=== block 1 ===
### Metal 2, block 1

(4 px per um) Cells faint in the background.
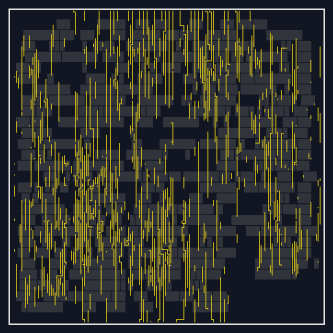

**src/rtl/fft_in_loader.sv**
```systemverilog
// Input stage for the FFT working buffer: accepts a valid/ready sample stream and
// writes each sample at the (optionally bit-reversed) address of its arrival index.
module fft_in_loader #(
  parameter int LOG2N  = 11,
  parameter bit BITREV = 1'b1,
  parameter int ADDR_W = 11
) (
  input  logic              i_clk,
  input  logic              i_rst_n,
  input  logic              i_start,
  input  logic              i_abort,
  input  logic              i_s_valid,
  output logic              o_s_ready,
  input  logic [15:0]       i_s_re,
  input  logic [15:0]       i_s_im,
  output logic              o_ram_ce,
  output logic              o_ram_oce,
  output logic              o_ram_wre,
  output logic [ADDR_W-1:0] o_ram_ad,
  output logic [31:0]       o_ram_din,
  output logic              o_busy,
  output logic              o_frame_done,
  output logic [LOG2N:0]    o_sample_cnt
);

  typedef enum logic [1:0] {
    IDLE = 2'd0,
    LOAD = 2'd1,
    DONE = 2'd2
  } state_t;

  localparam logic [LOG2N:0] LAST_IDX = (LOG2N+1)'((1 << LOG2N) - 1);

  state_t              r_state;
  state_t              w_next;
  logic [LOG2N:0]      r_cnt;
  logic                r_ce;
  logic                r_wre;
  logic [ADDR_W-1:0]   r_ad;
  logic [31:0]         r_din;
  logic [LOG2N-1:0]    w_idx;
  logic [ADDR_W-1:0]   w_addr;
  logic                w_take;
  logic                w_launch;

  // The sample counter doubles as the arrival index of the next sample.
  assign w_idx    = r_cnt[LOG2N-1:0];
  assign w_launch = (r_state == IDLE) && i_start && !i_abort;
  assign w_take   = (r_state == LOAD) && i_s_valid && !i_abort;

  always_comb begin
    w_addr = '0;
    for (int i = 0; i < LOG2N; i++) begin
      if (BITREV) w_addr[i] = w_idx[LOG2N-1-i];
      else        w_addr[i] = w_idx[i];
    end
  end

  always_ff @(posedge i_clk or negedge i_rst_n) begin
    if (!i_rst_n) r_state <= IDLE;
    else          r_state <= w_next;
  end

  always_comb begin
    w_next       = r_state;
    o_s_ready    = 1'b0;
    o_busy       = 1'b0;
    o_frame_done = 1'b0;
    case (r_state)
      IDLE: begin
        if (w_launch) w_next = LOAD;
      end
      LOAD: begin
        o_s_ready = 1'b1;
        o_busy    = 1'b1;
        if (i_abort)                             w_next = IDLE;
        else if (i_s_valid && r_cnt == LAST_IDX) w_next = DONE;
      end
      DONE: begin
        o_busy       = 1'b1;
        o_frame_done = !i_abort;
        w_next       = IDLE;
      end
      default: w_next = IDLE;
    endcase
  end

  // Writes are registered so the buffer sees them one cycle after the handshake.
  always_ff @(posedge i_clk or negedge i_rst_n) begin
    if (!i_rst_n) begin
      r_cnt <= '0;
      r_ce  <= 1'b0;
      r_wre <= 1'b0;
      r_ad  <= '0;
      r_din <= '0;
    end else begin
      r_ce  <= 1'b0;
      r_wre <= 1'b0;
      if (w_launch) begin
        r_cnt <= '0;
      end else if (r_state != IDLE && i_abort) begin
        r_cnt <= '0;
      end else if (w_take) begin
        r_cnt <= r_cnt + 1'b1;
        r_ce  <= 1'b1;
        r_wre <= 1'b1;
        r_ad  <= w_addr;
        r_din <= {i_s_re, i_s_im};
      end
    end
  end

  assign o_ram_ce     = r_ce;
  assign o_ram_oce    = 1'b0;
  assign o_ram_wre    = r_wre;
  assign o_ram_ad     = r_ad;
  assign o_ram_din    = r_din;
  assign o_sample_cnt = r_cnt;

endmodule

```
**config.mk**
```make
export PLATFORM = sky130hd
export DESIGN_NAME = fft_in_loader
export DESIGN_NICKNAME = d
export VERILOG_FILES = /design/src/rtl/fft_in_loader.sv
export SDC_FILE = /design/constraint.sdc
export NUM_CORES = 1
export LEC_CHECK = 0
export ABC_CLOCK_PERIOD_IN_PS = 2200
export CAP_MARGIN = 20
export CORE_UTILIZATION = 43
export DETAILED_ROUTE_END_ITERATION = 7
export PLACE_DENSITY = 0.81
export SYNTH_ARGS = -nofsm -noshare
export SYNTH_HDL_FRONTEND = slang
export SYNTH_SLANG_ARGS = --single-unit
```
**constraint.sdc**
```tcl
create_clock -name i_clk -period 2.2 [get_ports i_clk]
set_input_delay 0.44 -clock i_clk [delete_from_list [all_inputs] [get_ports i_clk]]
set_output_delay 0.44 -clock i_clk [all_outputs]
set_load 0.02 [all_outputs]
```
=== block 2 ===
$ cat config.mk
export PLATFORM = sky130hd
export DESIGN_NAME = apb_uart_tx_s_flat
export DESIGN_NICKNAME = d
export VERILOG_FILES = /design/src/rtl/apb_uart_tx_s_if.sv /design/src/rtl/apb_uart_tx_s.sv /design/src/flat_wrapper.sv
export SDC_FILE = /design/constraint.sdc
export NUM_CORES = 1
export LEC_CHECK = 0
export CAP_MARGIN = 20
export CORE_MARGIN = 1
export CORE_UTILIZATION = 24
export DETAILED_ROUTE_END_ITERATION = 8
export PLACE_DENSITY = 0.44
export SKIP_CTS_REPAIR_TIMING = 1
export SLEW_MARGIN = 20
export SYNTH_ARGS = -nofsm -noshare
export SYNTH_HDL_FRONTEND = slang
export SYNTH_SLANG_ARGS = --single-unit
export TNS_END_PERCENT = 100
$ cat constraint.sdc
create_clock -name clk -period 6.92 [get_ports clk]
set_input_delay 2.076 -clock clk [delete_from_list [all_inputs] [get_ports clk]]
set_output_delay 2.076 -clock clk [all_outputs]
set_load 0.02 [all_outputs]
$ cat src/rtl/apb_uart_tx_s_if.sv
// apb_uart_tx_s_if: APB slave bus bundle for the UART transmitter
interface apb_uart_tx_s_if #(parameter int BUS_WIDTH = 16);
  logic [BUS_WIDTH-1:0] S_PADDR;
  logic                 S_PWRITE;
  logic                 S_PSELx;
  logic                 S_PENABLE;
  logic [BUS_WIDTH-1:0] S_PWDATA;
  logic [BUS_WIDTH-1:0] S_PRDATA;
  logic                 S_PREADY;
  modport master (output S_PADDR, S_PWRITE, S_PSELx, S_PENABLE, S_PWDATA, input S_PRDATA, S_PREADY);
  modport slave (input S_PADDR, S_PWRITE, S_PSELx, S_PENABLE, S_PWDATA, output S_PRDATA, S_PREADY);
endinterface

$ cat src/rtl/apb_uart_tx_s.sv
// apb_uart_tx_s: APB slave 8N1 UART transmitter with TX FIFO and STATUS register
// Optional drained-transmitter pulse tx_irq is enabled by defining VMICRO16_UART_TX_IRQ_EN.
module apb_uart_tx_s #(
  parameter int BUS_WIDTH    = 16,
  parameter int FIFO_DEPTH   = 8,
  parameter int CLKS_PER_BIT = 434
) (
  input  logic           clk,
  input  logic           reset,
  apb_uart_tx_s_if.slave s_apb,
  output logic           uart_tx
`ifdef VMICRO16_UART_TX_IRQ_EN
  ,
  output logic           tx_irq
`endif
);
  localparam int AW = $clog2(FIFO_DEPTH);
  localparam int CW = AW + 1;
  localparam int BW = $clog2(CLKS_PER_BIT);
  localparam logic [BW-1:0] BAUD_MAX = BW'(CLKS_PER_BIT - 1);

  typedef enum logic [1:0] {IDLE, START, DATA, STOP} state_t;

  state_t         r_state;
  logic [7:0]     r_fifo [FIFO_DEPTH];
  logic [AW-1:0]  r_wr_ptr;
  logic [AW-1:0]  r_rd_ptr;
  logic [CW-1:0]  r_count;
  logic [7:0]     r_shift;
  logic [2:0]     r_bit_cnt;
  logic [BW-1:0]  r_baud_cnt;
  logic           r_tx;

  logic w_acc, w_is_data, w_full, w_empty, w_ready, w_push, w_bit_end, w_pop, w_unused;
  logic [BUS_WIDTH-1:0] w_status;

  assign w_acc     = s_apb.S_PSELx & s_apb.S_PENABLE;
  assign w_is_data = !s_apb.S_PADDR[0];
  assign w_full    = r_count == CW'(FIFO_DEPTH);
  assign w_empty   = r_count == '0;
  // a DATA write into a full FIFO stretches the transfer; reset aborts any access
  assign w_ready   = w_acc & !reset & !(s_apb.S_PWRITE & w_is_data & w_full);
  assign w_push    = w_ready & s_apb.S_PWRITE & w_is_data;
  assign w_bit_end = r_baud_cnt == '0;
  assign w_pop     = !w_empty & ((r_state == IDLE) | ((r_state == STOP) & w_bit_end));
  assign w_unused  = ^{s_apb.S_PADDR[BUS_WIDTH-1:1], s_apb.S_PWDATA[BUS_WIDTH-1:8]};

  always_comb begin
    w_status           = '0;
    w_status[0]        = w_full;
    w_status[1]        = w_empty;
    w_status[2]        = r_state != IDLE;
    w_status[8 +: CW]  = r_count;
  end

  // read data must be zero outside a completing STATUS read: the bus ORs slave outputs
  assign s_apb.S_PRDATA = (w_ready & !s_apb.S_PWRITE & s_apb.S_PADDR[0]) ? w_status : '0;
  assign s_apb.S_PREADY = w_ready;
  assign uart_tx        = r_tx;

  always_ff @(posedge clk)
    if (w_push) r_fifo[r_wr_ptr] <= s_apb.S_PWDATA[7:0];

  always_ff @(posedge clk) begin
    if (reset) begin
      r_wr_ptr <= '0;
      r_rd_ptr <= '0;
      r_count  <= '0;
    end else begin
      r_wr_ptr <= w_push ? r_wr_ptr + 1'b1 : r_wr_ptr;
      r_rd_ptr <= w_pop ? r_rd_ptr + 1'b1 : r_rd_ptr;
      r_count  <= r_count + CW'(w_push) - CW'(w_pop);
    end
  end

  always_ff @(posedge clk) begin
    if (reset) begin
      r_state    <= IDLE;
      r_shift    <= '0;
      r_bit_cnt  <= '0;
      r_baud_cnt <= '0;
      r_tx       <= 1'b1;
    end else begin
      case (r_state)
        IDLE: if (!w_empty) begin
          r_shift    <= r_fifo[r_rd_ptr];
          r_bit_cnt  <= '0;
          r_baud_cnt <= BAUD_MAX;
          r_tx       <= 1'b0;
          r_state    <= START;
        end
        START: if (w_bit_end) begin
          r_baud_cnt <= BAUD_MAX;
          r_tx       <= r_shift[0];
          r_state    <= DATA;
        end else r_baud_cnt <= r_baud_cnt - 1'b1;
        DATA: if (w_bit_end) begin
          r_baud_cnt <= BAUD_MAX;
          r_shift    <= r_shift >> 1;
          r_bit_cnt  <= r_bit_cnt + 1'b1;
          r_tx       <= (r_bit_cnt == 3'd7) ? 1'b1 : r_shift[1];
          r_state    <= (r_bit_cnt == 3'd7) ? STOP : DATA;
        end else r_baud_cnt <= r_baud_cnt - 1'b1;
        STOP: if (w_bit_end && !w_empty) begin
          r_shift    <= r_fifo[r_rd_ptr];
          r_bit_cnt  <= '0;
          r_baud_cnt <= BAUD_MAX;
          r_tx       <= 1'b0;
          r_state    <= START;
        end else if (w_bit_end) begin
          r_tx       <= 1'b1;
          r_state    <= IDLE;
        end else r_baud_cnt <= r_baud_cnt - 1'b1;
        default: r_state <= IDLE;
      endcase
    end
  end

`ifdef VMICRO16_UART_TX_IRQ_EN
  logic r_irq;
  always_ff @(posedge clk)
    r_irq <= !reset & (r_state == STOP) & w_bit_end & w_empty;
  assign tx_irq = r_irq;
`endif
endmodule

$ cat src/flat_wrapper.sv
// flat-port wrapper written by rule: the top's interface ports become plain ports
module apb_uart_tx_s_flat 
#(
  parameter int BUS_WIDTH    = 16,
  parameter int FIFO_DEPTH   = 8,
  parameter int CLKS_PER_BIT = 434
)
  (clk, reset, uart_tx, s_apb_S_PADDR, s_apb_S_PWRITE, s_apb_S_PSELx, s_apb_S_PENABLE, s_apb_S_PWDATA, s_apb_S_PRDATA, s_apb_S_PREADY);
  apb_uart_tx_s_if #(.BUS_WIDTH(BUS_WIDTH)) s_apb_i ();
  input  logic clk;
  input  logic reset;
  output logic uart_tx;
  input wire logic [$bits(s_apb_i.S_PADDR)-1:0] s_apb_S_PADDR;
  input wire logic [$bits(s_apb_i.S_PWRITE)-1:0] s_apb_S_PWRITE;
  input wire logic [$bits(s_apb_i.S_PSELx)-1:0] s_apb_S_PSELx;
  input wire logic [$bits(s_apb_i.S_PENABLE)-1:0] s_apb_S_PENABLE;
  input wire logic [$bits(s_apb_i.S_PWDATA)-1:0] s_apb_S_PWDATA;
  output wire logic [$bits(s_apb_i.S_PRDATA)-1:0] s_apb_S_PRDATA;
  output wire logic [$bits(s_apb_i.S_PREADY)-1:0] s_apb_S_PREADY;
  assign s_apb_i.S_PADDR = s_apb_S_PADDR;
  assign s_apb_i.S_PWRITE = s_apb_S_PWRITE;
  assign s_apb_i.S_PSELx = s_apb_S_PSELx;
  assign s_apb_i.S_PENABLE = s_apb_S_PENABLE;
  assign s_apb_i.S_PWDATA = s_apb_S_PWDATA;
  assign s_apb_S_PRDATA = s_apb_i.S_PRDATA;
  assign s_apb_S_PREADY = s_apb_i.S_PREADY;
  apb_uart_tx_s #(.BUS_WIDTH(BUS_WIDTH), .FIFO_DEPTH(FIFO_DEPTH), .CLKS_PER_BIT(CLKS_PER_BIT)) u_core (.clk(clk), .reset(reset), .s_apb(s_apb_i), .uart_tx(uart_tx));
endmodule
=== block 3 ===
`src/rtl/gb_cpu_mcycle_sequencer_if.sv`:
```
// Decoder/datapath <-> M-cycle sequencer signal bundle.
interface gb_cpu_mcycle_sequencer_if #(
  parameter int MAX_MCYCLES = 6,
  parameter int CTRL_W      = 16,
  parameter int T_PER_M     = 4
);
  localparam int MW = $clog2(MAX_MCYCLES);
  localparam int LW = $clog2(MAX_MCYCLES + 1);
  localparam int TW = $clog2(T_PER_M);

  logic                          ir_valid;
  logic [7:0]                    opcode;
  logic [MAX_MCYCLES*CTRL_W-1:0] sched_ctrl;
  logic [LW-1:0]                 sched_len;
  logic                          sched_is_cond;
  logic [MW-1:0]                 sched_cond_idx;
  logic                          cond_met;
  logic                          stall;

  logic [CTRL_W-1:0]             ctrl;
  logic                          ctrl_valid;
  logic [MW-1:0]                 m_cycle;
  logic [TW-1:0]                 t_cycle;
  logic                          cb_prefix;
  logic                          fetch_req;
  logic                          protocol_err;

  modport master (
    output ir_valid, opcode, sched_ctrl, sched_len,
    output sched_is_cond, sched_cond_idx, cond_met, stall,
    input  ctrl, ctrl_valid, m_cycle, t_cycle,
    input  cb_prefix, fetch_req, protocol_err
  );

  modport slave (
    input  ir_valid, opcode, sched_ctrl, sched_len,
    input  sched_is_cond, sched_cond_idx, cond_met, stall,
    output ctrl, ctrl_valid, m_cycle, t_cycle,
    output cb_prefix, fetch_req, protocol_err
  );
endinterface

```
`src/rtl/gb_cpu_mcycle_sequencer.sv`:
```
// Steps a latched per-M-cycle control schedule, T_PER_M clocks per M-cycle,
// with CB-prefix tracking, early exit on failed conditions and stalls.
module gb_cpu_mcycle_sequencer #(
  parameter int MAX_MCYCLES = 6,
  parameter int CTRL_W      = 16,
  parameter int T_PER_M     = 4
) (
  input  logic                      i_clk,
  input  logic                      i_reset,
  gb_cpu_mcycle_sequencer_if.slave  bus
);
  localparam int MW = $clog2(MAX_MCYCLES);
  localparam int LW = $clog2(MAX_MCYCLES + 1);
  localparam int TW = $clog2(T_PER_M);
  localparam int SW = MAX_MCYCLES * CTRL_W;
  localparam logic [TW-1:0] T_LAST = TW'(T_PER_M - 1);
  localparam logic [LW-1:0] L_MAX  = LW'(MAX_MCYCLES);

  typedef enum logic {S_IDLE, S_EXEC} state_t;

  state_t            r_state;
  logic [SW-1:0]     r_sched;
  logic [LW-1:0]     r_len;
  logic              r_is_cond;
  logic [MW-1:0]     r_cond_idx;
  logic [MW-1:0]     r_m;
  logic [TW-1:0]     r_t;
  logic [CTRL_W-1:0] r_ctrl;
  logic              r_cb;
  logic              r_prefix;
  logic              r_err;

  logic [LW-1:0]     w_len;
  logic              w_new_prefix;
  logic              w_t_end;
  logic              w_last;
  logic              w_end;
  logic [MW-1:0]     w_m_nxt;
  logic [CTRL_W-1:0] w_word_nxt;

  always_comb begin
    w_len = bus.sched_len;
    if (bus.sched_len == '0)
      w_len = LW'(1);
    else if (bus.sched_len > L_MAX)
      w_len = L_MAX;
  end

  // A CB seen while already prefixed is a real CB-table opcode.
  assign w_new_prefix = (bus.opcode == 8'hCB) && !r_cb;
  assign w_t_end      = (r_t == T_LAST);
  assign w_last       = (LW'(r_m) == r_len - LW'(1)) ||
                        (r_is_cond && (r_m == r_cond_idx) && !bus.cond_met);
  assign w_end        = (r_state == S_EXEC) && !bus.stall &&
                        w_t_end && w_last;
  assign w_m_nxt      = r_m + MW'(1);
  assign w_word_nxt   = CTRL_W'(r_sched >> (CTRL_W * int'(w_m_nxt)));

  always_ff @(posedge i_clk) begin
    if (i_reset) begin
      r_state    <= S_IDLE;
      r_sched    <= '0;
      r_len      <= '0;
      r_is_cond  <= 1'b0;
      r_cond_idx <= '0;
      r_m        <= '0;
      r_t        <= '0;
      r_ctrl     <= '0;
      r_cb       <= 1'b0;
      r_prefix   <= 1'b0;
      r_err      <= 1'b0;
    end else begin
      unique case (r_state)
        S_IDLE: begin
          if (bus.ir_valid) begin
            r_state <= S_EXEC;
            r_m     <= '0;
            r_t     <= '0;
            if (w_new_prefix) begin
              r_prefix   <= 1'b1;
              r_sched    <= '0;
              r_len      <= LW'(1);
              r_is_cond  <= 1'b0;
              r_cond_idx <= '0;
              r_ctrl     <= '0;
            end else begin
              r_prefix   <= 1'b0;
              r_sched    <= bus.sched_ctrl;
              r_len      <= w_len;
              r_is_cond  <= bus.sched_is_cond;
              r_cond_idx <= bus.sched_cond_idx;
              r_ctrl     <= bus.sched_ctrl[CTRL_W-1:0];
            end
          end
        end
        S_EXEC: begin
          if (bus.ir_valid)
            r_err <= 1'b1;
          if (!bus.stall) begin
            if (!w_t_end) begin
              r_t <= r_t + TW'(1);
            end else if (w_last) begin
              r_state <= S_IDLE;
              r_t     <= '0;
              r_m     <= '0;
              r_ctrl  <= '0;
              r_cb    <= r_prefix;
            end else begin
              r_t    <= '0;
              r_m    <= w_m_nxt;
              r_ctrl <= w_word_nxt;
            end
          end
        end
        default: r_state <= S_IDLE;
      endcase
    end
  end

  assign bus.ctrl         = r_ctrl;
  assign bus.ctrl_valid   = (r_state == S_EXEC);
  assign bus.m_cycle      = r_m;
  assign bus.t_cycle      = r_t;
  assign bus.cb_prefix    = r_cb;
  assign bus.fetch_req    = w_end;
  assign bus.protocol_err = r_err;
endmodule

```
`src/flat_wrapper.sv`:
```
// flat-port wrapper written by rule: the top's interface ports become plain ports
module gb_cpu_mcycle_sequencer_flat 
#(
  parameter int MAX_MCYCLES = 6,
  parameter int CTRL_W      = 16,
  parameter int T_PER_M     = 4
)
  (i_clk, i_reset, bus_ir_valid, bus_opcode, bus_sched_ctrl, bus_sched_len, bus_sched_is_cond, bus_sched_cond_idx, bus_cond_met, bus_stall, bus_ctrl, bus_ctrl_valid, bus_m_cycle, bus_t_cycle, bus_cb_prefix, bus_fetch_req, bus_protocol_err);
  gb_cpu_mcycle_sequencer_if #(.MAX_MCYCLES(MAX_MCYCLES), .CTRL_W(CTRL_W), .T_PER_M(T_PER_M)) bus_i ();
  input  logic i_clk;
  input  logic i_reset;
  input wire logic [$bits(bus_i.ir_valid)-1:0] bus_ir_valid;
  input wire logic [$bits(bus_i.opcode)-1:0] bus_opcode;
  input wire logic [$bits(bus_i.sched_ctrl)-1:0] bus_sched_ctrl;
  input wire logic [$bits(bus_i.sched_len)-1:0] bus_sched_len;
  input wire logic [$bits(bus_i.sched_is_cond)-1:0] bus_sched_is_cond;
  input wire logic [$bits(bus_i.sched_cond_idx)-1:0] bus_sched_cond_idx;
  input wire logic [$bits(bus_i.cond_met)-1:0] bus_cond_met;
  input wire logic [$bits(bus_i.stall)-1:0] bus_stall;
  output wire logic [$bits(bus_i.ctrl)-1:0] bus_ctrl;
  output wire logic [$bits(bus_i.ctrl_valid)-1:0] bus_ctrl_valid;
  output wire logic [$bits(bus_i.m_cycle)-1:0] bus_m_cycle;
  output wire logic [$bits(bus_i.t_cycle)-1:0] bus_t_cycle;
  output wire logic [$bits(bus_i.cb_prefix)-1:0] bus_cb_prefix;
  output wire logic [$bits(bus_i.fetch_req)-1:0] bus_fetch_req;
  output wire logic [$bits(bus_i.protocol_err)-1:0] bus_protocol_err;
  assign bus_i.ir_valid = bus_ir_valid;
  assign bus_i.opcode = bus_opcode;
  assign bus_i.sched_ctrl = bus_sched_ctrl;
  assign bus_i.sched_len = bus_sched_len;
  assign bus_i.sched_is_cond = bus_sched_is_cond;
  assign bus_i.sched_cond_idx = bus_sched_cond_idx;
  assign bus_i.cond_met = bus_cond_met;
  assign bus_i.stall = bus_stall;
  assign bus_ctrl = bus_i.ctrl;
  assign bus_ctrl_valid = bus_i.ctrl_valid;
  assign bus_m_cycle = bus_i.m_cycle;
  assign bus_t_cycle = bus_i.t_cycle;
  assign bus_cb_prefix = bus_i.cb_prefix;
  assign bus_fetch_req = bus_i.fetch_req;
  assign bus_protocol_err = bus_i.protocol_err;
  gb_cpu_mcycle_sequencer #(.MAX_MCYCLES(MAX_MCYCLES), .CTRL_W(CTRL_W), .T_PER_M(T_PER_M)) u_core (.i_clk(i_clk), .i_reset(i_reset), .bus(bus_i));
endmodule
```
`config.mk`:
```
export PLATFORM = sky130hd
export DESIGN_NAME = gb_cpu_mcycle_sequencer_flat
export DESIGN_NICKNAME = d
export VERILOG_FILES = /design/src/rtl/gb_cpu_mcycle_sequencer_if.sv /design/src/rtl/gb_cpu_mcycle_sequencer.sv /design/src/flat_wrapper.sv
export SDC_FILE = /design/constraint.sdc
export NUM_CORES = 1
export LEC_CHECK = 0
export ABC_AREA = 1
export CAP_MARGIN = 10
export CORE_AREA = 2 2 108 110
export DETAILED_ROUTE_END_ITERATION = 16
export DIE_AREA = 0 0 110 112
export GPL_ROUTABILITY_DRIVEN = 0
export GPL_TIMING_DRIVEN = 0
export PLACE_DENSITY = 0.83
export SYNTH_ARGS = -nofsm -noshare
export SYNTH_HDL_FRONTEND = slang
export SYNTH_SLANG_ARGS = --single-unit
```
`constraint.sdc`:
```
create_clock -name i_clk -period 3.2 [get_ports i_clk]
set_clock_uncertainty 0.05 [all_clocks]
set_input_delay 0.64 -clock i_clk [delete_from_list [all_inputs] [get_ports i_clk]]
set_output_delay 0.64 -clock i_clk [all_outputs]
set_load 0.005 [all_outputs]
```
### Register map, names as in the netlist, block 3

(4 px per um)
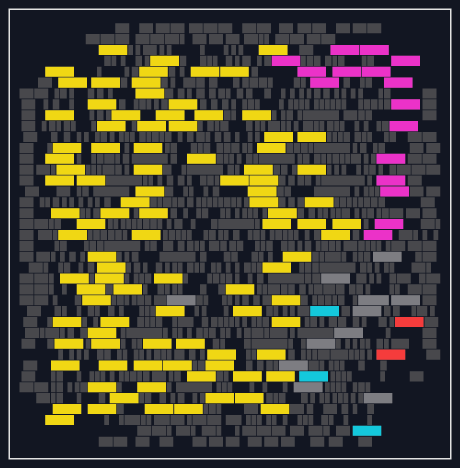
| colour | signal | sequential cells |
|---|---|---|
| magenta | `u_core.bus.ctrl` | 16 |
| cyan | `u_core.r_len` | 3 |
| yellow | `u_core.r_sched` | 96 |
| red | `u_core.bus.t_cycle` | 2 |
not coloured: 11

==> Slide: Implementation Results, block 3 <==
Physical Implementation Snapshot

Synthesis
  • Adder share: 0.638%
  • Syn avg cell area: 6.61 um2

Power
  • Sw Share: 26.8%
  • Combinational group share of total power: 13.4%
  • P_comb: 0.000560 W
  • Leakage: 3.35 nW

Worst setup path
  • Worst setup SP type: register
  • Crit-path cells: inv_1 > ha_1 > xnor2_1 > nor2_1 > nand2_1 > nand2_2 > nand2_1 > inv_1 > clkdlybuf4s50_1
  • Delay-heaviest family, CP: buffers and inverters

CTS
  • Clock transition at the registers of the reported paths: 0.06 ns

STA
  • Max Clk Rate: 0.339 GHz
  • Least-Margin Pin Slew: 0.651 ns
  • Setup ws final: 0.251 ns

Global routing
  • GRT Util Overall: 31.1%

Finish
  • Non-clk invs: 32
  • Sequential Area: 2560 um2

Status
  • Status: completed
==> block 3: cells in the mapped netlist, drive strengths merged <==
| cell | number | area [um2] |
|---|---|---|
| nand2 | 354 | 1340 |
| dfxtp | 128 | 2560 |
| a21oi | 113 | 566 |
| o21ai | 66 | 330 |
| nor2 | 60 | 230 |
| nand3 | 54 | 270 |
| clkbuf | 32 | 121 |
| inv | 32 | 125 |
| buf | 28 | 175 |
| or2 | 14 | 87.6 |
| ha | 3 | 37.5 |
| nand4 | 2 | 12.5 |
| nor3 | 2 | 10.0 |
| a31oi | 1 | 6.26 |
| xnor2 | 1 | 8.76 |
==> block 3: per-stage QoR <==
stage	instance area, um2	hold WS (ns)	cells
2_1_floorplan	5880	0.391	890
3_3_place_gp	7450	0.399	1172
3_5_place_dp	7450	0.402	1172
4_1_cts	8020	0.411	1204
5_1_grt	8030	0.434	1205
6_report	8030	0.411	1205
==> block 3: metal layers <==
metal  GRT usage [%]  wire length [um]  vias to the layer above
li1                -                 -                     3176
met1            41.2              7540                     2958
met2            49.4              8580                      394
met3            6.32              1910                       47
met4            12.1               611                        0
met5               0                 0                        -
### Logic cells by family, block 1

(6 px per um)
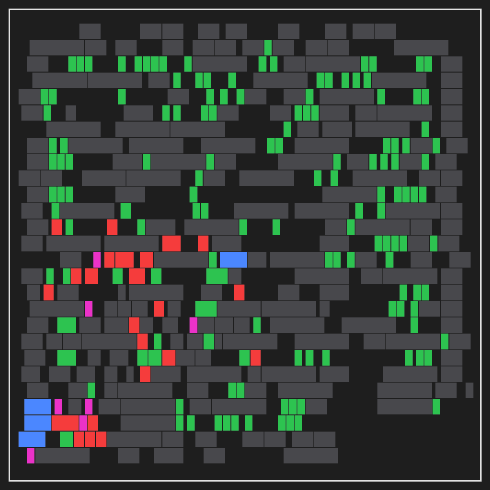
| colour | family | cells | most used |
|---|---|---|---|
| blue | adder and majority cells | 4 | ha_1 |
| magenta | inverters | 7 | inv_1 |
| green | NAND gates | 142 | nand2_1 |
| red | inverting AOI/OAI gates | 23 | o21ai_0 |

Notes on 'Metal 2' of block 1 above:
wire length on this layer: 2870 um
main direction: vertical
nets with wire on the layer: 336
longest straight run: 30.9 um

==> Slide: Implementation Results, block 1 <==
Physical Implementation Snapshot

Place
  • Place WS: 0.102 ns
  • Placed insts: 437
  • GP Congestion: 0.803

Finish
  • Max FFs per register: 32
  • Nets@finish: 417
  • Layout cell share with drive strength beyond 1: 7.92%
  • Area growth, synth to finish: 48.9%
  • Multi-input gates: 198
  • Fillcell total: 486
  • Logic area: 962 um2
  • Comb area share: 25.8%

Worst setup path
  • Worst R2R End: o_sample_cnt[9]
  • Delay-heaviest family, CP: buffers and inverters
  • Critical path class: reg2out
  • R2r worst-path depth: 7
  • R2R Setup Slk: 0.30 ns

Global routing
  • Largest net degree at the start of global routing: 45

STA
  • Hold Fails Final Rpt: 0
  • WHS: 0.115 ns
  • Least-Margin Pin Slew: 0.594 ns
  • Fin. max-slew vios: 0

Synthesis
  • Post-synthesis instance area: 2510 um2
  • Ys cells: 276
  • Synth flops: 58
  • MUX share of area: 0.798%
  • YS chip area: 2510 um2

Floorplan
  • Area of the die: 6140 um2
  • Die W: 78.4 um

Power
  • PD cells: 1140 nW/um2

Status
  • Status: completed
## block 1: cell usage in the layout (no fill, tap or decap), types with 2 or more instances in the layout
cell / n
inv_1: 6
buf_12: 2
a31oi_1: 2
nand3_1: 6
or3_1: 4
nand4b_1: 2
mux2i_1: 2
ha_1: 4
and3b_1: 2
nand2_1: 130
clkbuf_8: 12
clkdlybuf4s50_1: 94
o21ai_0: 10
or2_2: 2
nor2b_1: 4
nor2_1: 3
a22o_1: 3
a41oi_1: 2
buf_4: 4
dfrtp_1: 58
a21oi_1: 6
nand3_2: 2
## block 1: per-layer routing
layer  routed length, um  track usage [%]  vias to the layer above  part of all wire, %
met1                2800             28.4                     1059                   46
met4                  70             10.2                        0                  1.2
met5                   0                0                        -                    0
met2                2870             35.5                       76                   48
li1                    -                -                     1087                    -
met3                 297             3.49                        8                  4.9
## block 1: power by group
part	switching, W	leakage (nW)	internal, W
Sequential	0.000196	0.759	0.00140
Clock	0.000378	0.0903	0.000486
Combinational	0.000940	0.925	0.000838
Total	0.00151	1.77	0.00272
### Register map, names as in the netlist, block 2

(3 px per um)
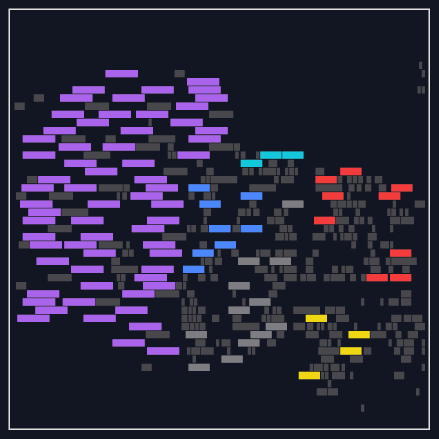
| colour | signal | sequential cells |
|---|---|---|
| cyan | `u_core.r_bit_cnt` | 3 |
| purple | `u_core.r_fifo` | 64 |
| blue | `u_core.r_shift` | 8 |
| yellow | `u_core.r_count` | 4 |
| red | `u_core.r_baud_cnt` | 9 |
not coloured: 12
Core Util, Final: 28.7%
Sequential Area: 2640 um2
Sequential Power: 0.000770 W

==> Slide: Implementation Results, block 2 <==
Physical Implementation Snapshot

Status
  • Status: completed

Floorplan
  • Area of the die: 19500 um2
  • Die W: 140 um

Power
  • Sw Share: 35.2%
  • Register share of total power: 40.3%
  • Power Internal: 0.00124 W
  • Pwr top: sequential cells
  • PD cells: 364 nW/um2

STA
  • RSZ-0062 raised after global routing: false
  • Max Clk Rate: 0.166 GHz
  • WHS: 0.455 ns
  • Fin crit share: 86.8%

Worst setup path
  • Critical path's most frequent cell: clkdlybuf4s50_1
  • Worst reg2reg startpoint: u_core.r_count[2]
  • Worst EP arrival: 3.93 ns
  • Critical Path RT: 4.84 ns

Finish
  • Regs by FF count: u_core.r_fifo (64), u_core.r_baud_cnt (9), u_core.r_shift (8)
  • Area growth, synth to finish: 15.6%
  • Finished layout cell area: 5250 um2

CTS
  • CTS tree: built
  • # clock sinks: 100

Synthesis
  • Ys cells: 359
  • Synth flops: 100

Drt
  • DR WL/cell: 14.9 um
  • Post-route ant nets: 0
block 2: worst max-delay path by stage:
stage          start                  to
2_1_floorplan  reset  s_apb_S_PRDATA[10]
3_3_place_gp   reset  s_apb_S_PRDATA[11]
3_5_place_dp   reset   s_apb_S_PRDATA[2]
4_1_cts        reset   s_apb_S_PRDATA[2]
5_1_grt        reset   s_apb_S_PRDATA[1]
6_report       reset   s_apb_S_PRDATA[2]
block 2: logic make-up (layout without fill, tap and decap cells):
logic type / after synthesis / in the layout / share of synthesized area (%)
mux: 19 / 19 / 8.60
simple gates: 112 / 112 / 13.6
buf+inv: 42 / 59 / 4.52
other cells: 1 / 9 / 0.0826
flops: 100 / 100 / 58.2
fa+ha+maj: 17 / 17 / 4.85
xor+xnor: 6 / 6 / 1.16
compound gates: 62 / 62 / 8.96
block 2: per-layer routing:
layer | up-vias | track usage, % | share of wire [%] | routed length, um
met5 | - | 0 | 0 | 0
met4 | 0 | 3.92 | 1.7 | 159
met3 | 11 | 2.86 | 3.7 | 337
met2 | 49 | 16.4 | 47 | 4330
met1 | 1389 | 12.8 | 47 | 4330
li1 | 1347 | - | - | -

==> layout pictures side by side <==
Close-up of the layout.
Plate I
Window x 35 to 75, y 58 to 98 um. Cells in grey, sequential cells in the stronger grey; small squares are vias.
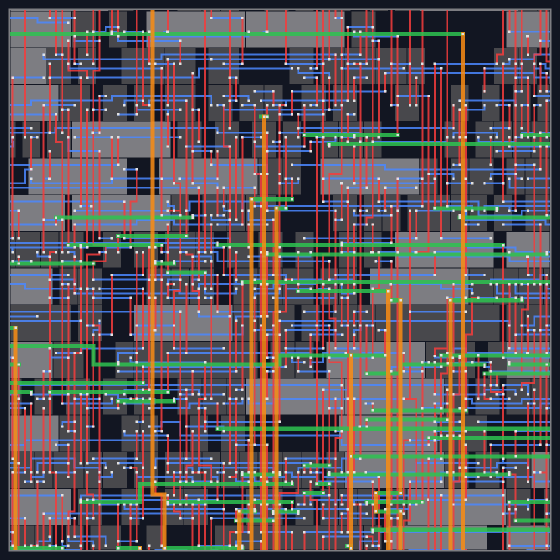
Plate II
Window x 50 to 90, y 78 to 118 um. Cells in grey, sequential cells in the stronger grey; small squares are vias.
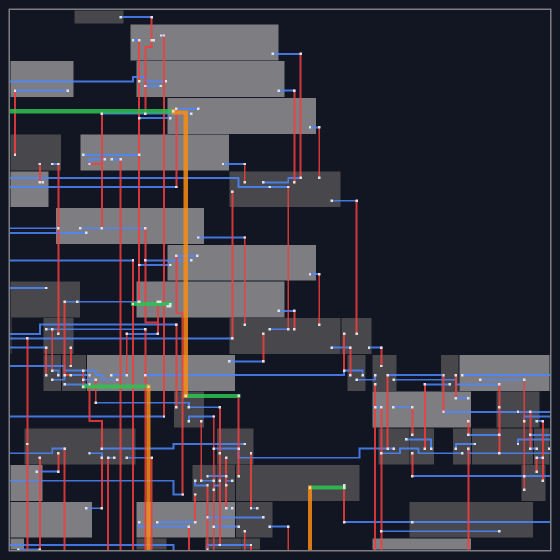
Plate III
Window x 19 to 59, y 35 to 75 um. Cells in grey, sequential cells in the stronger grey; small squares are vias.
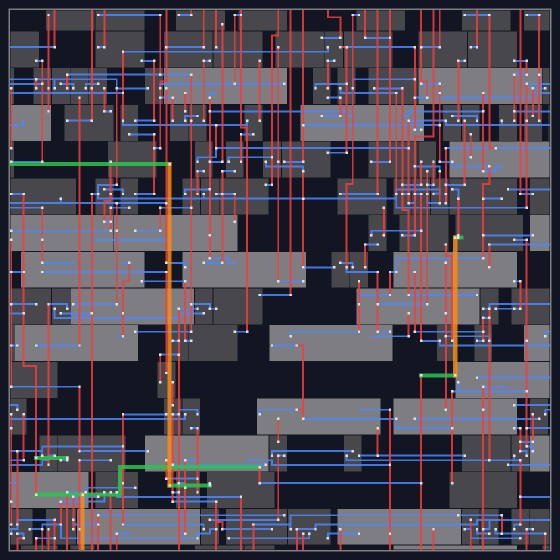
Plate I -> block 3
Plate III -> block 1
Plate II -> block 2

Key to Plate II:
| colour | layer |
|---|---|
| blue | met1 |
| green | met3 |
| red | met2 |
| orange | met4 |
most frequent: edfxtp_1 (9), nand2_1 (4)
sequential cells in the window: 12
cells with their middle in the window: 37
netlist names of flops here include: `u_core.r_fifo` (9), `u_core.r_bit_cnt` (2)


=== block 4 ===
### Close-up of the layout, block 4

Window x 18 to 58, y 46 to 86 um. Cells in grey, sequential cells in the stronger grey; small squares are vias.
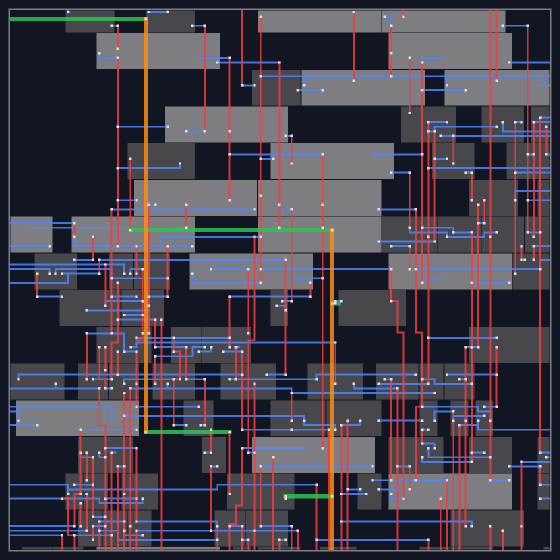

===== src/rtl/antirrebote_conmutadores_if.sv =====
// Switch-side bundle for the debouncer: raw Gray input plus the conditioned outputs.
// master drives the raw switches, slave is the debouncer itself.
interface antirrebote_conmutadores_if #(
  parameter int N = 4
);
  logic [N-1:0] a;
  logic [N-1:0] gray_out;
  logic         cambio;
  logic         gray_err;
  logic [7:0]   err_cnt;
  logic         ocupado;

  modport master (
    output a,
    input  gray_out, cambio, gray_err, err_cnt, ocupado
  );

  modport slave (
    input  a,
    output gray_out, cambio, gray_err, err_cnt, ocupado
  );
endinterface


===== src/rtl/antirrebote_conmutadores.sv =====
// Synchronises and debounces the Gray-coded slide switches, forwarding only codes
// that stay stable for STABLE_CYCLES, with a change strobe and illegal-jump flag.
module antirrebote_conmutadores #(
  parameter int N             = 4,
  parameter int STABLE_CYCLES = 1000000,
  parameter int CNT_W         = 20
) (
  input  logic                       clk,
  input  logic                       reset,
  antirrebote_conmutadores_if.slave  bus
);

  typedef enum logic [0:0] {
    ESTABLE  = 1'b0,
    CONTANDO = 1'b1
  } state_t;

  localparam int              OW       = $clog2(N + 1);
  localparam logic [CNT_W-1:0] CNT_LAST = CNT_W'(STABLE_CYCLES - 1);

  state_t           state_q, state_d;
  logic [N-1:0]     s1_q, s1_d;
  logic [N-1:0]     s2_q, s2_d;
  logic [N-1:0]     cand_q, cand_d;
  logic [N-1:0]     gray_q, gray_d;
  logic [CNT_W-1:0] cnt_q, cnt_d;
  logic             cambio_q, cambio_d;
  logic             err_q, err_d;
  logic [7:0]       err_cnt_q, err_cnt_d;
  logic             ocupado_q, ocupado_d;
  logic [N-1:0]     diff;
  logic [OW-1:0]    ones;

  // Hamming distance between the candidate and the code currently forwarded
  always_comb begin
    diff = cand_q ^ gray_q;
    ones = '0;
    for (int i = 0; i < N; i++) begin
      ones = ones + OW'(diff[i]);
    end
  end

  always_comb begin
    s1_d      = bus.a;
    s2_d      = s1_q;
    state_d   = state_q;
    cand_d    = cand_q;
    cnt_d     = cnt_q;
    gray_d    = gray_q;
    cambio_d  = 1'b0;
    err_d     = 1'b0;
    err_cnt_d = err_cnt_q;

    case (state_q)
      ESTABLE: begin
        if (s2_q != gray_q) begin
          cand_d  = s2_q;
          cnt_d   = '0;
          state_d = CONTANDO;
        end
      end
      CONTANDO: begin
        if (s2_q != cand_q) begin
          cand_d = s2_q;
          cnt_d  = '0;
        end else if (cnt_q == CNT_LAST) begin
          state_d = ESTABLE;
          // A bounce that settled back on the old code commits silently
          if (cand_q != gray_q) begin
            gray_d   = cand_q;
            cambio_d = 1'b1;
            if (ones > OW'(1)) begin
              err_d = 1'b1;
              if (err_cnt_q != 8'hFF) begin
                err_cnt_d = err_cnt_q + 8'd1;
              end
            end
          end
        end else begin
          cnt_d = cnt_q + 1'b1;
        end
      end
      default: begin
        state_d = ESTABLE;
      end
    endcase

    ocupado_d = (state_d == CONTANDO);
  end

  always_ff @(posedge clk or negedge reset) begin
    if (!reset) begin
      state_q   <= ESTABLE;
      s1_q      <= '0;
      s2_q      <= '0;
      cand_q    <= '0;
      gray_q    <= '0;
      cnt_q     <= '0;
      cambio_q  <= 1'b0;
      err_q     <= 1'b0;
      err_cnt_q <= '0;
      ocupado_q <= 1'b0;
    end else begin
      state_q   <= state_d;
      s1_q      <= s1_d;
      s2_q      <= s2_d;
      cand_q    <= cand_d;
      gray_q    <= gray_d;
      cnt_q     <= cnt_d;
      cambio_q  <= cambio_d;
      err_q     <= err_d;
      err_cnt_q <= err_cnt_d;
      ocupado_q <= ocupado_d;
    end
  end

  assign bus.gray_out = gray_q;
  assign bus.cambio   = cambio_q;
  assign bus.gray_err = err_q;
  assign bus.err_cnt  = err_cnt_q;
  assign bus.ocupado  = ocupado_q;

endmodule


===== src/flat_wrapper.sv =====
// flat-port wrapper written by rule: the top's interface ports become plain ports
module antirrebote_conmutadores_flat 
#(
  parameter int N             = 4,
  parameter int STABLE_CYCLES = 1000000,
  parameter int CNT_W         = 20
)
  (clk, reset, bus_a, bus_gray_out, bus_cambio, bus_gray_err, bus_err_cnt, bus_ocupado);
  antirrebote_conmutadores_if #(.N(N)) bus_i ();
  input  logic clk;
  input  logic reset;
  input wire logic [$bits(bus_i.a)-1:0] bus_a;
  output wire logic [$bits(bus_i.gray_out)-1:0] bus_gray_out;
  output wire logic [$bits(bus_i.cambio)-1:0] bus_cambio;
  output wire logic [$bits(bus_i.gray_err)-1:0] bus_gray_err;
  output wire logic [$bits(bus_i.err_cnt)-1:0] bus_err_cnt;
  output wire logic [$bits(bus_i.ocupado)-1:0] bus_ocupado;
  assign bus_i.a = bus_a;
  assign bus_gray_out = bus_i.gray_out;
  assign bus_cambio = bus_i.cambio;
  assign bus_gray_err = bus_i.gray_err;
  assign bus_err_cnt = bus_i.err_cnt;
  assign bus_ocupado = bus_i.ocupado;
  antirrebote_conmutadores #(.N(N), .STABLE_CYCLES(STABLE_CYCLES), .CNT_W(CNT_W)) u_core (.clk(clk), .reset(reset), .bus(bus_i));
endmodule

===== config.mk =====
export PLATFORM = sky130hd
export DESIGN_NAME = antirrebote_conmutadores_flat
export DESIGN_NICKNAME = d
export VERILOG_FILES = /design/src/rtl/antirrebote_conmutadores_if.sv /design/src/rtl/antirrebote_conmutadores.sv /design/src/flat_wrapper.sv
export SDC_FILE = /design/constraint.sdc
export NUM_CORES = 1
export LEC_CHECK = 0
export CORE_ASPECT_RATIO = 1.25
export CORE_MARGIN = 4
export CORE_UTILIZATION = 42
export DETAILED_ROUTE_END_ITERATION = 6
export GPL_TIMING_DRIVEN = 0
export HOLD_SLACK_MARGIN = 0.05
export SLEW_MARGIN = 10
export SYNTH_ARGS = -nofsm -noshare
export SYNTH_HDL_FRONTEND = slang
export SYNTH_SLANG_ARGS = --single-unit

===== constraint.sdc =====
create_clock -name clk -period 2.55 [get_ports clk]
set_clock_uncertainty 0.1 [all_clocks]
set_input_delay 0.255 -clock clk [delete_from_list [all_inputs] [get_ports clk]]
set_output_delay 0.255 -clock clk [all_outputs]
set_load 0.03 [all_outputs]

=== block 5 ===
--- src/rtl/psum_accumulator.sv ---
// psum_accumulator
//   Accumulates one signed partial sum per output pixel per input channel into
//   an OFM_SIZE x OFM_SIZE buffer. On the last input channel the finished pixel
//   is sent out through a valid/ready register. It tracks pixel, channel and
//   filter progress and pulses done after the final pixel of the last filter.
//
// Optional feature: define RELU_EN to clamp negative output pixels to zero.
//   Buffer accumulation is unaffected by this option.
//
// Ports
//   clk1        sole clock, rising edge
//   rst_n       asynchronous active-low reset
//   start_conv  one-cycle start/restart pulse (accepted in any state)
//   psum_valid  partial-sum beat present (no backpressure to the PE array)
//   psum_data   signed partial sum, DATA_W bits
//   ofm_valid   output pixel valid
//   ofm_ready   downstream accepts the output pixel
//   ofm_data    accumulated pixel, ACC_W bits, signed
//   ofm_filter  filter index of the output pixel
//   ofm_last    pixel is the last pixel of its filter
//   busy        high while in ACCUM
//   done        high for the one cycle spent in DONE
//   ovf_err     sticky: an output pixel was dropped
//   dbg_state   current FSM state (0 IDLE, 1 ACCUM, 2 DONE)
//
// Handshake: a pixel transfers in every cycle where ofm_valid && ofm_ready at
//   the rising edge. While ofm_valid is high, ofm_data/ofm_filter/ofm_last are
//   held stable. ofm_valid never waits on ofm_ready to assert. The input side
//   has no ready: each psum_valid beat in ACCUM is consumed in that cycle.
module psum_accumulator #(
    parameter int KERNEL_SIZE = 4,
    parameter int IFM_SIZE    = 9,
    parameter int CI          = 3,
    parameter int CO          = 4,
    parameter int DATA_W      = 16,
    parameter int ACC_W       = 32
) (
    input  logic                     clk1,
    input  logic                     rst_n,
    input  logic                     start_conv,
    input  logic                     psum_valid,
    input  logic signed [DATA_W-1:0] psum_data,
    output logic                     ofm_valid,
    input  logic                     ofm_ready,
    output logic signed [ACC_W-1:0]  ofm_data,
    output logic [7:0]               ofm_filter,
    output logic                     ofm_last,
    output logic                     busy,
    output logic                     done,
    output logic                     ovf_err,
    output logic [1:0]               dbg_state
);

    localparam int OFM_SIZE = IFM_SIZE - KERNEL_SIZE + 1;
    localparam int NPIX     = OFM_SIZE * OFM_SIZE;
    localparam int PIX_W    = (NPIX > 1) ? $clog2(NPIX) : 1;
    localparam int CH_W     = (CI > 1) ? $clog2(CI) : 1;
    localparam int FLT_W    = (CO > 1) ? $clog2(CO) : 1;

    localparam logic [PIX_W-1:0] PIX_LAST = PIX_W'(NPIX - 1);
    localparam logic [CH_W-1:0]  CH_LAST  = CH_W'(CI - 1);
    localparam logic [FLT_W-1:0] FLT_LAST = FLT_W'(CO - 1);

    typedef enum logic [1:0] {
        IDLE  = 2'd0,
        ACCUM = 2'd1,
        DONE  = 2'd2
    } state_t;

    state_t state, state_next;

    logic [PIX_W-1:0] pix;
    logic [CH_W-1:0]  ch;
    logic [FLT_W-1:0] flt;

    logic signed [ACC_W-1:0] mem [NPIX];
    logic signed [ACC_W-1:0] mem_rd;
    logic signed [ACC_W-1:0] psum_ext;
    logic signed [ACC_W-1:0] result;
    logic signed [ACC_W-1:0] result_out;

    logic accept;
    logic pix_wrap, ch_wrap, final_beat;
    logic result_valid, out_load, out_drop;

    // start_conv takes priority over a coincident beat: the beat is discarded
    // so the restarted pass begins cleanly at pixel 0.
    assign accept     = psum_valid && (state == ACCUM) && !start_conv;
    assign pix_wrap   = (pix == PIX_LAST);
    assign ch_wrap    = pix_wrap && (ch == CH_LAST);
    assign final_beat = ch_wrap && (flt == FLT_LAST);

    assign psum_ext = ACC_W'(psum_data);
    assign mem_rd   = mem[pix];

    always_comb begin
        result = mem_rd + psum_ext;
        if (CI == 1) result = psum_ext;
    end

`ifdef RELU_EN
    assign result_out = result[ACC_W-1] ? '0 : result;
`else
    assign result_out = result;
`endif

    // A result can load when the register is empty or being drained in the
    // same cycle; otherwise it is lost and flagged.
    assign result_valid = accept && (ch == CH_LAST);
    assign out_load     = result_valid && (!ofm_valid || ofm_ready);
    assign out_drop     = result_valid && ofm_valid && !ofm_ready;

    // FSM state register
    always_ff @(posedge clk1 or negedge rst_n) begin
        if (!rst_n) state <= IDLE;
        else        state <= state_next;
    end

    // FSM next state and outputs
    always_comb begin
        state_next = state;
        busy       = 1'b0;
        done       = 1'b0;
        case (state)
            IDLE:    state_next = IDLE;
            ACCUM: begin
                busy = 1'b1;
                if (accept && final_beat) state_next = DONE;
            end
            DONE: begin
                done       = 1'b1;
                state_next = IDLE;
            end
            default: state_next = IDLE;
        endcase
        if (start_conv) state_next = ACCUM;
    end

    assign dbg_state = state;

    // Pixel / channel / filter progress counters
    always_ff @(posedge clk1 or negedge rst_n) begin
        if (!rst_n) begin
            pix <= '0;
            ch  <= '0;
            flt <= '0;
        end else if (start_conv) begin
            pix <= '0;
            ch  <= '0;
            flt <= '0;
        end else if (accept) begin
            pix <= pix_wrap ? '0 : pix + 1'b1;
            if (pix_wrap) ch <= (ch == CH_LAST) ? '0 : ch + 1'b1;
            if (ch_wrap)  flt <= (flt == FLT_LAST) ? '0 : flt + 1'b1;
        end
    end

    // Accumulation buffer: never reset, first channel overwrites stale data.
    // The last channel only reads, its sum goes straight to the output.
    always_ff @(posedge clk1) begin
        if (accept && (ch != CH_LAST)) begin
            if (ch == '0) mem[pix] <= psum_ext;
            else          mem[pix] <= mem_rd + psum_ext;
        end
    end

    // Output register and sticky overflow flag
    always_ff @(posedge clk1 or negedge rst_n) begin
        if (!rst_n) begin
            ofm_valid  <= 1'b0;
            ofm_data   <= '0;
            ofm_filter <= '0;
            ofm_last   <= 1'b0;
            ovf_err    <= 1'b0;
        end else if (start_conv) begin
            ofm_valid <= 1'b0;
            ovf_err   <= 1'b0;
        end else begin
            if (out_load) begin
                ofm_valid  <= 1'b1;
                ofm_data   <= result_out;
                ofm_filter <= 8'(flt);
                ofm_last   <= pix_wrap;
            end else if (ofm_valid && ofm_ready) begin
                ofm_valid <= 1'b0;
            end
            if (out_drop) ovf_err <= 1'b1;
        end
    end

endmodule

--- config.mk ---
export PLATFORM = sky130hd
export DESIGN_NAME = psum_accumulator
export DESIGN_NICKNAME = d
export VERILOG_FILES = /design/src/rtl/psum_accumulator.sv
export SDC_FILE = /design/constraint.sdc
export NUM_CORES = 1
export LEC_CHECK = 0
export ABC_CLOCK_PERIOD_IN_PS = 5930
export CAP_MARGIN = 40
export CORE_MARGIN = 2
export CORE_UTILIZATION = 55
export CTS_CLUSTER_SIZE = 40
export DETAILED_ROUTE_END_ITERATION = 10
export GPL_ROUTABILITY_DRIVEN = 0
export PLACE_DENSITY = 0.74
export SYNTH_ARGS = -nofsm -noshare
export SYNTH_HDL_FRONTEND = slang
export SYNTH_SLANG_ARGS = --single-unit
--- constraint.sdc ---
create_clock -name clk1 -period 5.93 [get_ports clk1]
set_clock_uncertainty 0.1 [all_clocks]
set_input_delay 0.8895 -clock clk1 [delete_from_list [all_inputs] [get_ports clk1]]
set_output_delay 0.8895 -clock clk1 [all_outputs]
set_load 0.03 [all_outputs]
### Logic cells by family, block 5

(1.5 px per um)
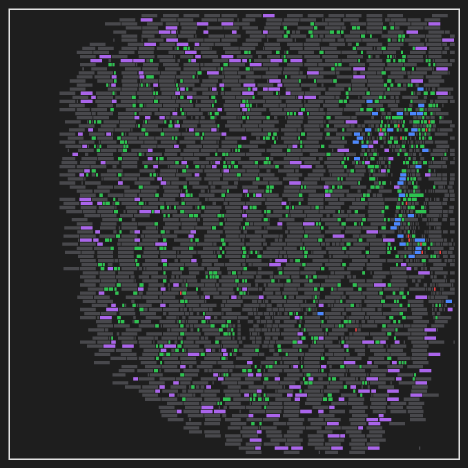
| colour | family | cells | most used |
|---|---|---|---|
| red | inverters | 14 | inv_1 |
| green | inverting AOI/OAI gates | 660 | a21oi_1 |
| blue | adder and majority cells | 34 | ha_1 |
| purple | multiplexers | 245 | mux2i_1 |
Comb area share: 21.1%
Final Instance Count excl. Fillers: 4279
Commonest Layout Cell: edfxtp_1

==> Slide: Implementation Results, block 5 <==
Physical Implementation Snapshot

Finish
  • Logic area: 11600 um2
  • Fillcell total: 5785
  • Layout cell share with drive strength beyond 1: 18.2%
  • Sequential Area: 35800 um2

STA
  • Min Tclk post-route: 5.72 ns

CTS
  • CTS tree: built
  • Inserted Clock Buffers: 111
  • Root buffer cell: clkbuf_16

Global routing
  • Met3 Usage GRT: 6.14%

Status
  • Status: completed

Drt
  • DR pass1 iterations: 8
  • DRC Markers: 0

Synthesis
  • Ys cells: 2863

Power
  • Sw Share: 22.4%

Worst setup path
  • Setup crit start: pix[0]
  • R2R Setup Slk: 0.21 ns
-- block 5: per-stage QoR --
| stage | power [W] | util, % | hold slack, ns | instance area, um2 | setup slack, ns |
|---|---|---|---|---|---|
| finish | 0.0175 | 63.4 | 0.245 | 54800 | 0.211 |
| global route | 0.0179 | 63.4 | 0.310 | 54800 | 0.0192 |
| CTS | 0.0174 | 63.3 | 0.231 | 54700 | 0.0135 |
| detailed placement | 0.0108 | 59.3 | 0.366 | 51300 | 0.0624 |
| global placement | 0.0108 | 59.2 | 0.361 | 51200 | 0.228 |
| floorplan | 0.0103 | - | 0.365 | 47900 | 0.0378 |
-- block 5: cell families after synthesis --
| kind of cell | count (synthesis) | synth area share (%) |
|---|---|---|
| AND-OR/OR-AND | 734 | 10.2 |
| other | 1 | 0.00784 |
| flip-flops | 1201 | 74.9 |
| XOR/XNOR | 24 | 0.439 |
| buffers and inverters | 201 | 2.00 |
| multiplexers | 245 | 7.72 |
| adder cells (fa/ha/maj) | 34 | 0.905 |
| AND/OR/NAND/NOR | 423 | 3.86 |
### Routing congestion map, block 4

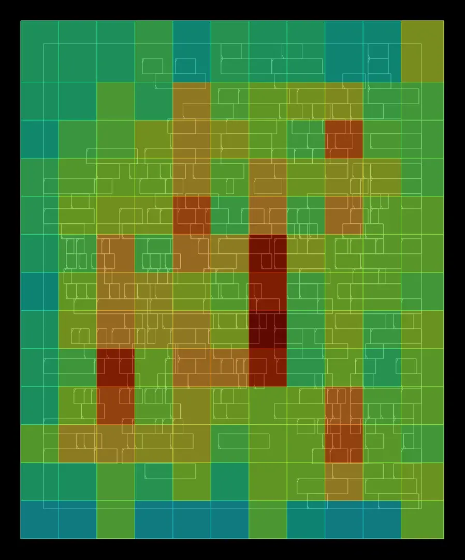
M2 GR Usage: 25.9%
Core Util, Final: 50.3%

Notes on 'Close-up of the layout' of block 4 above:
| colour | layer |
|---|---|
| blue | met1 |
| orange | met4 |
| green | met3 |
| red | met2 |
most frequent: dfrtp_1 (17), xor2_1 (5), mux2_2 (4)
netlist names of flops here include: `u_core.cnt_q` (5), `u_core.s1_q` (4), `u_core.s2_q` (4)
cells with their middle in the window: 72
sequential cells in the window: 17

==> Slide: Implementation Results, block 4 <==
Physical Implementation Snapshot

Status
  • Status: completed

Global routing
  • First-pass GRT wire length: 8680 um

Drt
  • DRT Wirelength: 5040 um
  • DRT met1 WL: 2270 um

CTS
  • Root buffer cell: clkbuf_8
  • Inserted Clock Buffers: 5

Worst setup path
  • Worst setup SP type: register
  • Critical path class: reg2reg
  • Worst reg2reg startpoint: u_core.cand_q[1]
  • Worst R2R End: u_core.bus.err_cnt[1]
  • R2R Setup Slk: 0.15 ns

Synthesis
  • Post-synthesis instance area: 2480 um2
  • Syn avg cell area: 10.7 um2

Finish
  • Area growth, synth to finish: 17.2%
  • Finished layout cell area: 2910 um2
  • Proportion of cell area occupied by registers: 40.4%

STA
  • Final setup violation count: 0
  • Max Clk Rate: 0.417 GHz

Power
  • P_comb: 0.000108 W
  • Peak VDD IR: 0.245 mV
  • PD cells: 468 nW/um2

Place
  • Port Buf Inserts: 20
-- block 4: logic make-up after synthesis --
family,share of synthesized area (%)
AOI/OAI and AO/OA,11.0
xor gates and xnor gates,7.41
adders and majority gates,2.52
buffers and inverters,3.48
DFF,47.4
muxes,3.63
and+or+nand+nor,24.6
-- block 4: cell usage in the layout (no fill, tap or decap), drive strengths merged, types with 2 or more instances in the layout --
| cell type | Yosys | layout |
|---|---|---|
| nand3 | 13 | 13 |
| nor4 | 3 | 3 |
| a22o | 3 | 3 |
| clkbuf | 1 | 7 |
| o21ai | 8 | 8 |
| xnor2 | 12 | 12 |
| nor2 | 18 | 18 |
| nand2 | 22 | 22 |
| nor2b | 3 | 3 |
| a221o | 16 | 16 |
| and2 | 4 | 4 |
| mux2 | 8 | 8 |
| inv | 5 | 5 |
| xor2 | 9 | 9 |
| ha | 5 | 5 |
| nor3 | 17 | 17 |
| dfrtp | 47 | 47 |
| clkdlybuf4s50 | 0 | 19 |
| and3 | 6 | 6 |
| and4 | 6 | 6 |
| buf | 8 | 10 |
| nor4b | 2 | 2 |
| nand4 | 8 | 8 |


==> layout pictures side by side <==
Metal 2.
panel A
(3 px per um) Cells faint in the background.
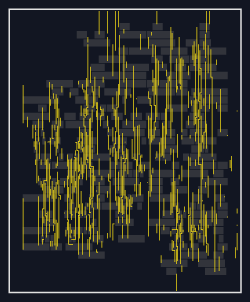
panel B
(2 px per um) Cells faint in the background.
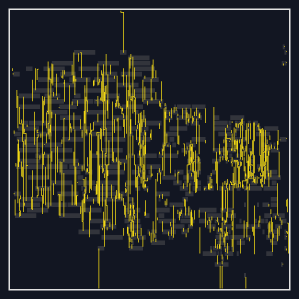
panel C
(1 px per um) Cells faint in the background.
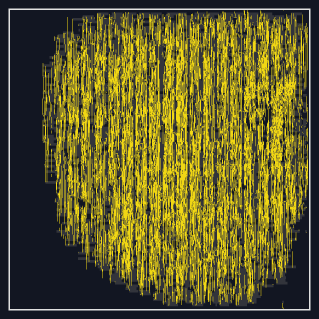
panel D
(2 px per um) Cells faint in the background.
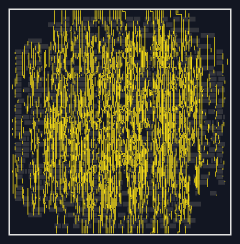
block 5 -> panel C
block 3 -> panel D
block 4 -> panel A
block 2 -> panel B
The one with the largest die is panel C.
The one with the smallest die is panel A.

Power figures rest on the tool's default switching activity, not on a simulated workload.
